# ---- block 1 ----
==> config.mk <==
export PLATFORM = sky130hd
export DESIGN_NAME = quiz_controller
export DESIGN_NICKNAME = d
export VERILOG_FILES = /design/src/rtl/quiz_controller.sv
export SDC_FILE = /design/constraint.sdc
export NUM_CORES = 1
export LEC_CHECK = 0
export CORE_UTILIZATION = 55
export DETAILED_ROUTE_END_ITERATION = 7
export PLACE_DENSITY = 0.83
export SYNTH_ARGS = -nofsm -noshare
export SYNTH_HDL_FRONTEND = slang
export SYNTH_SLANG_ARGS = --single-unit
==> constraint.sdc <==
create_clock -name clk -period 3.2 [get_ports clk]
set_input_delay 0.8 -clock clk [delete_from_list [all_inputs] [get_ports clk]]
set_output_delay 0.8 -clock clk [all_outputs]
set_load 0.005 [all_outputs]
==> src/rtl/quiz_controller.sv <==
// -----------------------------------------------------------------------------
// quiz_controller
//
// Four-player quiz buzzer controller. Player buttons are synchronized and
// edge-detected. A round-control FSM then arbitrates the first press after
// host_start (winner), any press before the start (foul), or countdown expiry
// (timeout). Entering LOCKED or FOUL fires a fixed-length buzzer pulse.
//
// Parameters
//   BEEP_CYCLES  beep pulse length in clk cycles (25-bit)
//   ARM_GUARD    cycles after entering ARMED during which countdown_finish
//                is ignored. This covers the timer's reload latency.
//
// Build option
//   QUIZ_RR_PRIO_EN  when defined, simultaneous presses are resolved
//                    round-robin, starting after the last LOCKED winner.
//                    When undefined, the lowest index wins.
//
// Ports
//   clk               system clock (12 MHz)
//   rst_n             asynchronous active-low reset
//   host_start        single-cycle pulse: arm a round
//   host_clear        single-cycle pulse: back to IDLE from anywhere
//   player_key[3:0]   raw asynchronous buttons, active-high
//   countdown_finish  timer reached 0
//   countdown_en      timer enable (high only in ARMED)
//   winner_valid      high in LOCKED
//   winner_id[1:0]    latched winner index
//   player_led[3:0]   one-hot winner (LOCKED) or fouler (FOUL)
//   timeout           high in TIMEOUT
//   foul              high in FOUL
//   foul_id[1:0]      latched fouler index
//   beep              buzzer drive
//   state[2:0]        FSM state code (debug)
// -----------------------------------------------------------------------------
module quiz_controller #(
    parameter logic [24:0] BEEP_CYCLES = 25'd5_999_999,
    parameter int          ARM_GUARD   = 2
) (
    input  logic       clk,
    input  logic       rst_n,
    input  logic       host_start,
    input  logic       host_clear,
    input  logic [3:0] player_key,
    input  logic       countdown_finish,
    output logic       countdown_en,
    output logic       winner_valid,
    output logic [1:0] winner_id,
    output logic [3:0] player_led,
    output logic       timeout,
    output logic       foul,
    output logic [1:0] foul_id,
    output logic       beep,
    output logic [2:0] state
);

    typedef enum logic [2:0] {
        ST_IDLE    = 3'd0,
        ST_ARMED   = 3'd1,
        ST_LOCKED  = 3'd2,
        ST_TIMEOUT = 3'd3,
        ST_FOUL    = 3'd4
    } state_t;

    localparam int GW = (ARM_GUARD < 2) ? 1 : $clog2(ARM_GUARD + 1);
    localparam logic [GW-1:0] GUARD_MAX = GW'(ARM_GUARD);

    // ------------------------------------------------------------------
    // Key synchronizer and registered rising-edge detector
    // ------------------------------------------------------------------
    logic [3:0] key_meta_reg;
    logic [3:0] key_sync_reg;
    logic [3:0] key_prev_reg;
    logic [3:0] press_reg;
    logic [1:0] warm_cnt_reg;
    logic       warm_done;

    // Press detection stays blocked until the sync chain and the previous-
    // sample flop hold real key samples. Without this, a key held through
    // reset would look like a 0->1 edge.
    assign warm_done = (warm_cnt_reg == 2'd3);

    always_ff @(posedge clk or negedge rst_n) begin
        if (!rst_n) begin
            warm_cnt_reg <= 2'd0;
        end else if (!warm_done) begin
            warm_cnt_reg <= warm_cnt_reg + 2'd1;
        end
    end

    for (genvar gi = 0; gi < 4; gi++) begin : g_key
        always_ff @(posedge clk or negedge rst_n) begin
            if (!rst_n) begin
                key_meta_reg[gi] <= 1'b0;
                key_sync_reg[gi] <= 1'b0;
                key_prev_reg[gi] <= 1'b0;
                press_reg[gi]    <= 1'b0;
            end else begin
                key_meta_reg[gi] <= player_key[gi];
                key_sync_reg[gi] <= key_meta_reg[gi];
                key_prev_reg[gi] <= key_sync_reg[gi];
                press_reg[gi]    <= warm_done & key_sync_reg[gi] & ~key_prev_reg[gi];
            end
        end
    end

    // ------------------------------------------------------------------
    // Arbitration among simultaneous presses
    // ------------------------------------------------------------------
    logic       any_press;
    logic [1:0] pick_idx;

    assign any_press = |press_reg;

`ifdef QUIZ_RR_PRIO_EN
    logic [1:0] rr_ptr_reg;
    logic [1:0] cand_idx;

    // Scan from farthest to nearest, so the candidate right after the
    // pointer is assigned last and therefore wins.
    always_comb begin
        pick_idx = 2'd0;
        cand_idx = 2'd0;
        for (int k = 3; k >= 0; k--) begin
            cand_idx = rr_ptr_reg + 2'(k + 1);
            if (press_reg[cand_idx]) begin
                pick_idx = cand_idx;
            end
        end
    end
`else
    always_comb begin
        pick_idx = 2'd0;
        for (int k = 3; k >= 0; k--) begin
            if (press_reg[k]) begin
                pick_idx = 2'(k);
            end
        end
    end
`endif

    // ------------------------------------------------------------------
    // Round FSM
    // ------------------------------------------------------------------
    state_t      state_reg;
    state_t      state_next;
    logic [1:0]  winner_id_reg;
    logic [1:0]  winner_id_next;
    logic [1:0]  foul_id_reg;
    logic [1:0]  foul_id_next;
    logic [GW-1:0] guard_cnt_reg;
    logic        guard_ok;
    logic [24:0] beep_cnt_reg;
    logic        beep_reg;
    logic        countdown_en_reg;
    logic        winner_valid_reg;
    logic        timeout_reg;
    logic        foul_reg;
    logic [3:0]  player_led_reg;
    logic        lock_entry;
    logic        foul_entry;

    assign guard_ok = (guard_cnt_reg == GUARD_MAX);

    always_comb begin
        state_next = state_reg;
        if (host_clear) begin
            state_next = ST_IDLE;
        end else begin
            case (state_reg)
                ST_IDLE: begin
                    if (any_press) begin
                        state_next = ST_FOUL;
                    end else if (host_start) begin
                        state_next = ST_ARMED;
                    end
                end
                ST_ARMED: begin
                    if (any_press) begin
                        state_next = ST_LOCKED;
                    end else if (countdown_finish && guard_ok) begin
                        state_next = ST_TIMEOUT;
                    end
                end
                ST_LOCKED, ST_TIMEOUT, ST_FOUL: state_next = state_reg;
                default: state_next = ST_IDLE;
            endcase
        end
    end

    assign lock_entry     = (state_reg == ST_ARMED) && (state_next == ST_LOCKED);
    assign foul_entry     = (state_reg == ST_IDLE)  && (state_next == ST_FOUL);
    assign winner_id_next = lock_entry ? pick_idx : winner_id_reg;
    assign foul_id_next   = foul_entry ? pick_idx : foul_id_reg;

    always_ff @(posedge clk or negedge rst_n) begin
        if (!rst_n) begin
            state_reg        <= ST_IDLE;
            winner_id_reg    <= 2'd0;
            foul_id_reg      <= 2'd0;
            guard_cnt_reg    <= '0;
            beep_cnt_reg     <= 25'd0;
            beep_reg         <= 1'b0;
            countdown_en_reg <= 1'b0;
            winner_valid_reg <= 1'b0;
            timeout_reg      <= 1'b0;
            foul_reg         <= 1'b0;
            player_led_reg   <= 4'd0;
        end else begin
            state_reg        <= state_next;
            winner_id_reg    <= winner_id_next;
            foul_id_reg      <= foul_id_next;
            countdown_en_reg <= (state_next == ST_ARMED);
            winner_valid_reg <= (state_next == ST_LOCKED);
            timeout_reg      <= (state_next == ST_TIMEOUT);
            foul_reg         <= (state_next == ST_FOUL);

            case (state_next)
                ST_LOCKED: player_led_reg <= 4'b0001 << winner_id_next;
                ST_FOUL:   player_led_reg <= 4'b0001 << foul_id_next;
                default:   player_led_reg <= 4'd0;
            endcase

            // Guard counter restarts on every entry to ARMED and saturates.
            if (state_next == ST_ARMED && state_reg != ST_ARMED) begin
                guard_cnt_reg <= '0;
            end else if (state_reg == ST_ARMED && !guard_ok) begin
                guard_cnt_reg <= guard_cnt_reg + 1'b1;
            end

            // Beep: the entry cycle counts as the first high cycle, so the
            // counter is loaded with BEEP_CYCLES-1. It stops at 0 and
            // never wraps.
            if (state_next != ST_LOCKED && state_next != ST_FOUL) begin
                beep_reg     <= 1'b0;
                beep_cnt_reg <= 25'd0;
            end else if (lock_entry || foul_entry) begin
                beep_reg     <= (BEEP_CYCLES != 25'd0);
                beep_cnt_reg <= (BEEP_CYCLES != 25'd0) ? BEEP_CYCLES - 25'd1 : 25'd0;
            end else if (beep_cnt_reg != 25'd0) begin
                beep_cnt_reg <= beep_cnt_reg - 25'd1;
            end else begin
                beep_reg <= 1'b0;
            end
        end
    end

`ifdef QUIZ_RR_PRIO_EN
    // Only a real win moves the pointer; fouls leave the rotation alone.
    always_ff @(posedge clk or negedge rst_n) begin
        if (!rst_n) begin
            rr_ptr_reg <= 2'd3;
        end else if (lock_entry) begin
            rr_ptr_reg <= pick_idx;
        end
    end
`endif

    assign countdown_en = countdown_en_reg;
    assign winner_valid = winner_valid_reg;
    assign winner_id    = winner_id_reg;
    assign player_led   = player_led_reg;
    assign timeout      = timeout_reg;
    assign foul         = foul_reg;
    assign foul_id      = foul_id_reg;
    assign beep         = beep_reg;
    assign state        = state_reg;

endmodule

# ---- block 2 ----
`src/rtl/div_pkg.sv`:
```
// ----------------------------------------------------------------------------
// div_pkg
// Shared definitions for the divider issue unit:
//   - div_state_e : issue FSM states
//   - DEF_WIDTH   : default operand/quotient width
//   - DEF_TAG_W   : default request tag width
//   - DIV_DZ_Q    : quotient returned for a divide-by-zero (all ones)
// ----------------------------------------------------------------------------
package div_pkg;

    localparam int DEF_WIDTH = 32;
    localparam int DEF_TAG_W = 4;

    localparam logic [DEF_WIDTH-1:0] DIV_DZ_Q = '1;

    typedef enum logic [1:0] {
        IDLE  = 2'd0,
        ISSUE = 2'd1,
        WAIT  = 2'd2,
        RESP  = 2'd3
    } div_state_e;

endpackage

```
`src/rtl/div_req_fifo.sv`:
```
// ----------------------------------------------------------------------------
// div_req_fifo
// Synchronous request FIFO. Pointers carry one extra wrap bit so that a full
// FIFO (same index, different wrap) is distinguished from an empty one.
// A push while full is dropped even if a pop happens in the same cycle.
// Ports:
//   ck, rst      clock (rising edge), asynchronous active-high reset
//   din          entry to write ({a, b, tag} packed by the caller)
//   push, pop    write / read strobes (ignored when full / empty)
//   full, empty  occupancy flags
//   head         oldest entry, valid when !empty
// ----------------------------------------------------------------------------
module div_req_fifo #(
    parameter int DW    = 68,
    parameter int DEPTH = 4
) (
    input  logic          ck,
    input  logic          rst,
    input  logic [DW-1:0] din,
    input  logic          push,
    input  logic          pop,
    output logic          full,
    output logic          empty,
    output logic [DW-1:0] head
);

    localparam int AW = $clog2(DEPTH);

    logic [DW-1:0] mem [DEPTH];
    logic [AW:0]   wr_ptr;
    logic [AW:0]   rd_ptr;
    logic          do_push;
    logic          do_pop;

    assign empty   = (wr_ptr == rd_ptr);
    assign full    = (wr_ptr[AW] != rd_ptr[AW]) && (wr_ptr[AW-1:0] == rd_ptr[AW-1:0]);
    assign do_push = push && !full;
    assign do_pop  = pop && !empty;
    assign head    = mem[rd_ptr[AW-1:0]];

    // NOTE: sequential state uses non-blocking assignments so every register
    // samples its inputs from before the edge, independent of block ordering.
    always_ff @(posedge ck or posedge rst) begin
        if (rst) begin
            wr_ptr <= '0;
            rd_ptr <= '0;
        end else begin
            if (do_push) wr_ptr <= wr_ptr + (AW+1)'(1);
            if (do_pop)  rd_ptr <= rd_ptr + (AW+1)'(1);
        end
    end

    // NOTE: storage is deliberately not reset; the pointers alone define which
    // entries are valid, and leaving the array unreset lets it map to RAM.
    always_ff @(posedge ck) begin
        if (do_push) mem[wr_ptr[AW-1:0]] <= din;
    end

endmodule

```
`src/rtl/div_issue_unit.sv`:
```
// ----------------------------------------------------------------------------
// div_issue_unit
// Front end for the iterative divider. Requests are queued in div_req_fifo
// and launched one at a time: IDLE pops a request, ISSUE pulses div_start,
// WAIT holds the operands until div_finished (or a watchdog abort), and RESP
// presents the result until the consumer takes it. A zero divisor skips the
// divider and answers immediately with an all-ones quotient and rsp_dz set.
// Ports:
//   ck, rst                       clock, asynchronous active-high reset
//   req_valid/ready, req_a/b/tag  request port (ready = FIFO not full)
//   div_a, div_b, div_start       divider launch, operands stable ISSUE..WAIT
//   div_q, div_finished           divider result
//   rsp_valid/ready, rsp_q/tag    response port
//   rsp_dz, rsp_to                divide-by-zero / watchdog-abort flags
//   busy                          FSM active or requests queued
// ----------------------------------------------------------------------------
module div_issue_unit
    import div_pkg::*;
#(
    parameter int WIDTH   = DEF_WIDTH,
    parameter int DEPTH   = 4,
    parameter int TAG_W   = DEF_TAG_W,
    parameter int TIMEOUT = 64
) (
    input  logic             ck,
    input  logic             rst,
    input  logic             req_valid,
    output logic             req_ready,
    input  logic [WIDTH-1:0] req_a,
    input  logic [WIDTH-1:0] req_b,
    input  logic [TAG_W-1:0] req_tag,
    output logic [WIDTH-1:0] div_a,
    output logic [WIDTH-1:0] div_b,
    output logic             div_start,
    input  logic [WIDTH-1:0] div_q,
    input  logic             div_finished,
    output logic             rsp_valid,
    input  logic             rsp_ready,
    output logic [WIDTH-1:0] rsp_q,
    output logic [TAG_W-1:0] rsp_tag,
    output logic             rsp_dz,
    output logic             rsp_to,
    output logic             busy
);

    localparam int FW   = 2*WIDTH + TAG_W;
    localparam int WD_W = $clog2(TIMEOUT);
    localparam logic [WD_W-1:0]  WD_LAST = WD_W'(TIMEOUT - 1);
    // Widen the package constant to this instance's width.
    localparam logic [WIDTH-1:0] DZ_Q    = {WIDTH{DIV_DZ_Q[0]}};

    // FIFO interface
    logic             fifo_full;
    logic             fifo_empty;
    logic             fifo_pop;
    logic [FW-1:0]    fifo_head;
    logic [WIDTH-1:0] head_a;
    logic [WIDTH-1:0] head_b;
    logic [TAG_W-1:0] head_tag;

    // Working / response registers and their next values
    div_state_e       state_q,  state_d;
    logic [WIDTH-1:0] a_q,      a_d;
    logic [WIDTH-1:0] b_q,      b_d;
    logic [TAG_W-1:0] tag_q,    tag_d;
    logic [WIDTH-1:0] q_q,      q_d;
    logic             dz_q,     dz_d;
    logic             to_q,     to_d;
    logic [WD_W-1:0]  wdog_q,   wdog_d;

    div_req_fifo #(
        .DW    (FW),
        .DEPTH (DEPTH)
    ) u_fifo (
        .ck    (ck),
        .rst   (rst),
        .din   ({req_a, req_b, req_tag}),
        .push  (req_valid),
        .pop   (fifo_pop),
        .full  (fifo_full),
        .empty (fifo_empty),
        .head  (fifo_head)
    );

    assign {head_a, head_b, head_tag} = fifo_head;

    // ---------------- next-state / datapath ----------------
    // NOTE: every signal driven here gets its default first, so no path can
    // leave it unassigned and infer a latch.
    always_comb begin
        state_d  = state_q;
        a_d      = a_q;
        b_d      = b_q;
        tag_d    = tag_q;
        q_d      = q_q;
        dz_d     = dz_q;
        to_d     = to_q;
        wdog_d   = wdog_q;
        fifo_pop = 1'b0;

        unique case (state_q)
            IDLE: begin
                if (!fifo_empty) begin
                    fifo_pop = 1'b1;
                    a_d      = head_a;
                    b_d      = head_b;
                    tag_d    = head_tag;
                    if (head_b == '0) begin
                        // Answer locally; the divider never sees this request.
                        q_d     = DZ_Q;
                        dz_d    = 1'b1;
                        state_d = RESP;
                    end else begin
                        state_d = ISSUE;
                    end
                end
            end
            ISSUE: begin
                wdog_d  = '0;
                state_d = WAIT;
            end
            WAIT: begin
                // A finish on the abort cycle still delivers the real quotient.
                if (div_finished) begin
                    q_d     = div_q;
                    state_d = RESP;
                end else if (wdog_q == WD_LAST) begin
                    to_d    = 1'b1;
                    q_d     = '0;
                    state_d = RESP;
                end else begin
                    wdog_d  = wdog_q + WD_W'(1);
                end
            end
            RESP: begin
                if (rsp_ready) begin
                    dz_d    = 1'b0;
                    to_d    = 1'b0;
                    state_d = IDLE;
                end
            end
            default: state_d = IDLE;
        endcase
    end

    // ---------------- state register ----------------
    always_ff @(posedge ck or posedge rst) begin
        if (rst) begin
            state_q <= IDLE;
            a_q     <= '0;
            b_q     <= '0;
            tag_q   <= '0;
            q_q     <= '0;
            dz_q    <= 1'b0;
            to_q    <= 1'b0;
            wdog_q  <= '0;
        end else begin
            state_q <= state_d;
            a_q     <= a_d;
            b_q     <= b_d;
            tag_q   <= tag_d;
            q_q     <= q_d;
            dz_q    <= dz_d;
            to_q    <= to_d;
            wdog_q  <= wdog_d;
        end
    end

    // ---------------- outputs (decoded from registers only) ----------------
    assign req_ready = !fifo_full;
    assign div_a     = a_q;
    assign div_b     = b_q;
    assign div_start = (state_q == ISSUE);
    assign rsp_valid = (state_q == RESP);
    assign rsp_q     = q_q;
    assign rsp_tag   = tag_q;
    assign rsp_dz    = dz_q;
    assign rsp_to    = to_q;
    assign busy      = (state_q != IDLE) || !fifo_empty;

endmodule

```
`config.mk`:
```
export PLATFORM = sky130hd
export DESIGN_NAME = div_issue_unit
export DESIGN_NICKNAME = d
export VERILOG_FILES = /design/src/rtl/div_pkg.sv /design/src/rtl/div_req_fifo.sv /design/src/rtl/div_issue_unit.sv
export SDC_FILE = /design/constraint.sdc
export NUM_CORES = 1
export LEC_CHECK = 0
export CORE_MARGIN = 2
export CORE_UTILIZATION = 40
export CTS_CLUSTER_SIZE = 20
export DETAILED_ROUTE_END_ITERATION = 8
export GPL_TIMING_DRIVEN = 0
export PLACE_DENSITY = 0.66
export SKIP_LAST_GASP = 1
export SLEW_MARGIN = 5
export SYNTH_ARGS = -nofsm -noshare
export SYNTH_HDL_FRONTEND = slang
export SYNTH_HIERARCHICAL = 1
export SYNTH_SLANG_ARGS = --single-unit
```
`constraint.sdc`:
```
create_clock -name ck -period 7.45 [get_ports ck]
set_input_delay 0.745 -clock ck [delete_from_list [all_inputs] [get_ports ck]]
set_output_delay 0.745 -clock ck [all_outputs]
set_load 0.01 [all_outputs]
```
**Block 1: placement view**

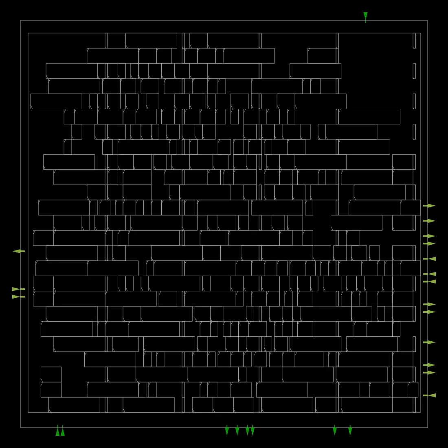
fraction of standard cell area that is sequential: 46.2%
Layout Cells excl Fill: 377

==> run summary, block 1 <==
Flow results.

- The flow ran to the end, and the final reports show no timing, DRC or antenna violations.
- The largest cell class by area is flip-flops and latches.
- The met2 capacity usage during global routing is 35.2%.
- The register with the most flip-flops in the layout has 25 of them.
- The warning total across the stage logs is 26.
- The post-route antenna net violation count is 0.
- The share of the yosys chip area belonging to registers is 55.1%.
- TritonCTS built the clock tree.
- The critical path startpoint category is a flop.
- The standard-cell row count is 25.
- The violation count after the first detailed-routing iteration is 140.
- The area fraction in and, or, nand and nor cells is 21.3%.
- The endpoint of the worst setup timing path is beep_cnt_reg[1].
- The post-CTS setup buffer count is 0.
- In the finished design, the share of the clock period the worst path needs comes to 81.6%.
- The logic share of the area is 35.2%.
- TritonRoute reported its final design rule violation total as 0.
- The design draws 0.00255 W.
- The synthesis run shows multiplexers occupying 1.53% of the cell area.
- Measured on the finished design, the core utilization comes to 69.0%.
- The slew check shows that the tightest pin keeps a relative margin of 46.8%.
- The final layout contains a sequential cell count of 61.
- The layout has 11 inverters outside the clock class.
- The proportion of layout cells with a drive suffix above 1 is 11.3%.
- The count of buffers added on input and output ports is 24.
- The OpenROAD report gives the critical path a data arrival time of 2.87 ns.
- The insertion delay at the late pin of the worst-skew pair is 0.34 ns.
- The layer carrying the most global-route usage is met2.
- At the end of routability-driven placement, the weighted congestion stood at 1.01.
- Counting flops with an async set or reset pin after synthesis yields a share of 100%.
- For this configuration, the core starts out at a cell density of 57.9%.
- The number of global-route vias before repair is 2,024.
- The leakage power is 1.42 nW.
- For the worst setup path, the data required time is 3.46 ns.
- The worst VDD IR drop from the latest analysis is 0.502 mV.
==> block 1: how the worst min path moves through the flow <==
| stage | end | slack [ns] |
|---|---|---|
| detailed placement | key_sync_reg[0] | 0.34 |
| floorplan | key_sync_reg[0] | 0.33 |
| finish | key_sync_reg[2] | 0.36 |
| global placement | key_sync_reg[1] | 0.33 |
| CTS | key_sync_reg[0] | 0.36 |
| global route | key_sync_reg[0] | 0.37 |
==> block 1: critical path, delay by kind of cell, from the launching register on <==
| kind | cells | cell delay, ns |
|---|---|---|
| and+or+nand+nor | 3 | 1.36 |
| DFF | 1 | 0.41 |
| adders and majority gates | 1 | 0.18 |
| AOI/OAI and AO/OA | 1 | 0.14 |
| buffers and inverters | 1 | 0.07 |
| muxes | 1 | 0.38 |
==> block 1: logic make-up after synthesis <==
logic type,after synthesis
xor+xnor,17
compound gates,55
mux,4
simple gates,111
flops,61
fa+ha+maj,3
buf+inv,21
==> block 1: power by group <==
group / internal [W] / total (W) / switching, W
Combinational: 0.000409 / 0.000873 / 0.000464
Sequential: 0.000890 / 0.00102 / 0.000128
Clock: 0.000362 / 0.000657 / 0.000295
**Block 2: placed cells, one color a class**

Fill, decap, tap and diode cells in gray.
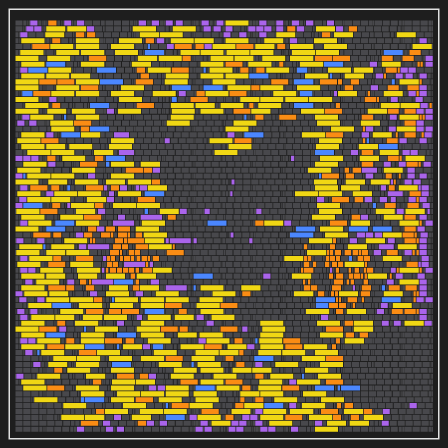
Blue shows clock drivers and dummy loads, cells 78. Yellow shows flops, cells 388. Orange shows all other logic, cells 314. Purple shows other buffers and delay cells, cells 252.
Std-Cell Core Area: 36,800 µm²
fraction of standard cell area that is sequential: 57.4%
final non-filler cell area: 19,300 µm²

==> run summary, block 2 <==
Flow results.

- The maximum number of buffers from clock root to sink is 3.
- The number of max-capacitance violations reported is 0.
- The CTS tree is built.
- The post-placement worst setup slack is 3.80 ns.
- The endpoint identified for the worst register-to-register timing path is rsp_q[24].
- For this floorplan the total number of well-tap instances is 468.
- Setup slack on the critical path of the routed design comes to 3.86 ns.
- Counting the fill cells in the layout gives 2,985.
- For this block, the routed nets add up to 31,400 µm of wire.
- Post-CTS repair changed the size of 0 cells.
- For flop-to-flop paths, the worst setup slack is 3.86 ns.
- The critical path arrival is 4.02 ns.
- The number of global-route vias before repair came to 8,305.
- Post-synthesis, Yosys gives the total cell area as 15,000 µm².
- The count of library flops with an enable pin is 272.
- The run finished with clean final reports.
- Global routing used 28.1% of the available met2 tracks.
- The clock buffer count is 58.
- The report gives the cell count of the worst hold path as 1.
- In this run the worst setup path terminates at rsp_q[24].
- By instance count after routing, the leading logic cell type is edfxtp_1.
- The number of nets handed over by synthesis was 853.
- Across the whole layout, storage elements account for 11,100 µm².
- From bottom edge to top edge, the die measures 198 µm.
- Looking at the setup timing report, the critical path kind is reg2reg.
- Cells with a size suffix above 1 make up 25.6% of the layout.
- The cell area that synthesis handed to floorplanning was 15,000 µm².
- The area fraction of the dominant cell type after synthesis is 54.4%.
- The setup TNS is 0 ns.
- Per the synthesis report, the dominant area consumer among library cells is edfxtp_1.
- The first detailed-routing pass ran for 4 iterations.
- Non-clock inverters in the final layout number 11.
- Signal routing reaches up to met4.
- The count of yosys warnings during synthesis is 6.
- In the hold report, the worst path ends at div_a[18].
- The standard cell with the maximum stage delay on the critical path is clkbuf_1.
- The flip-flop count of the largest register, all copies and words added is 272.
- The path class of the tightest hold or removal check is reg2reg.
[block 2: cell families (layout without fill, tap and decap cells)]
| logic type | count (synthesis) | in the layout | share of synthesized area [%] |
|---|---|---|---|
| AND/OR/NAND/NOR | 77 | 77 | 2.37 |
| buffers and inverters | 46 | 341 | 2.01 |
| XOR/XNOR | 11 | 11 | 0.791 |
| AND-OR/OR-AND | 66 | 66 | 4.78 |
| adder cells (fa/ha/maj) | 11 | 11 | 0.916 |
| multiplexers | 138 | 138 | 15.4 |
| flip-flops | 388 | 388 | 73.7 |
| other | 0 | 1 | 0 |
[block 2: where the power goes]
part	switching, W	total [W]	internal, W
combinational	0.00133	0.00293	0.00160
sequential	0.000251	0.00323	0.00298
clock	0.000812	0.00198	0.00116
[block 2: stage by stage]
step | util, % | cell area (µm²) | instances | hold WS, ns
global placement | 48.1 | 17700 | 1414 | 0.470
CTS | 52.4 | 19300 | 1500 | 0.486
finish | 52.4 | 19300 | 1501 | 0.484
global route | 52.4 | 19300 | 1500 | 0.503
floorplan | - | 15000 | 737 | 0.483
detailed placement | 48.8 | 17900 | 1422 | 0.474


==> layout pictures side by side <==
Where the registers sit.
image #1
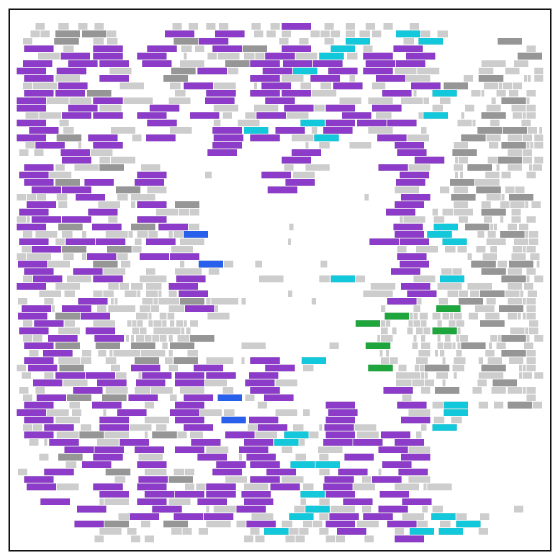
image #2
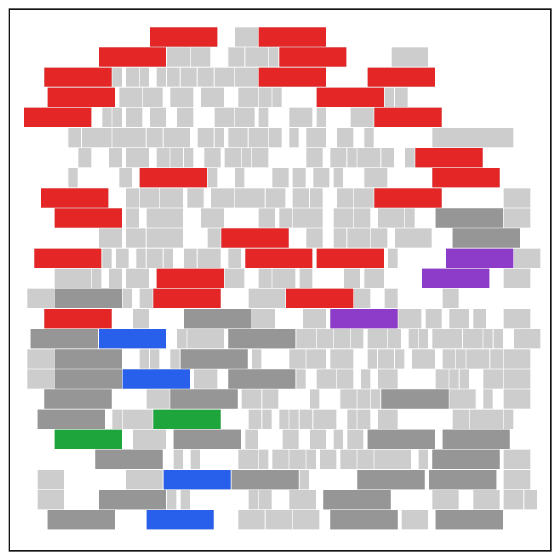
Of these, most sequential cells: image #1
Of these, most cells: image #1
| picture | from |
|---|---|
| image #2 | block 1 |
| image #1 | block 2 |

No activity file was given, so power comes from the tool's default toggle rates.
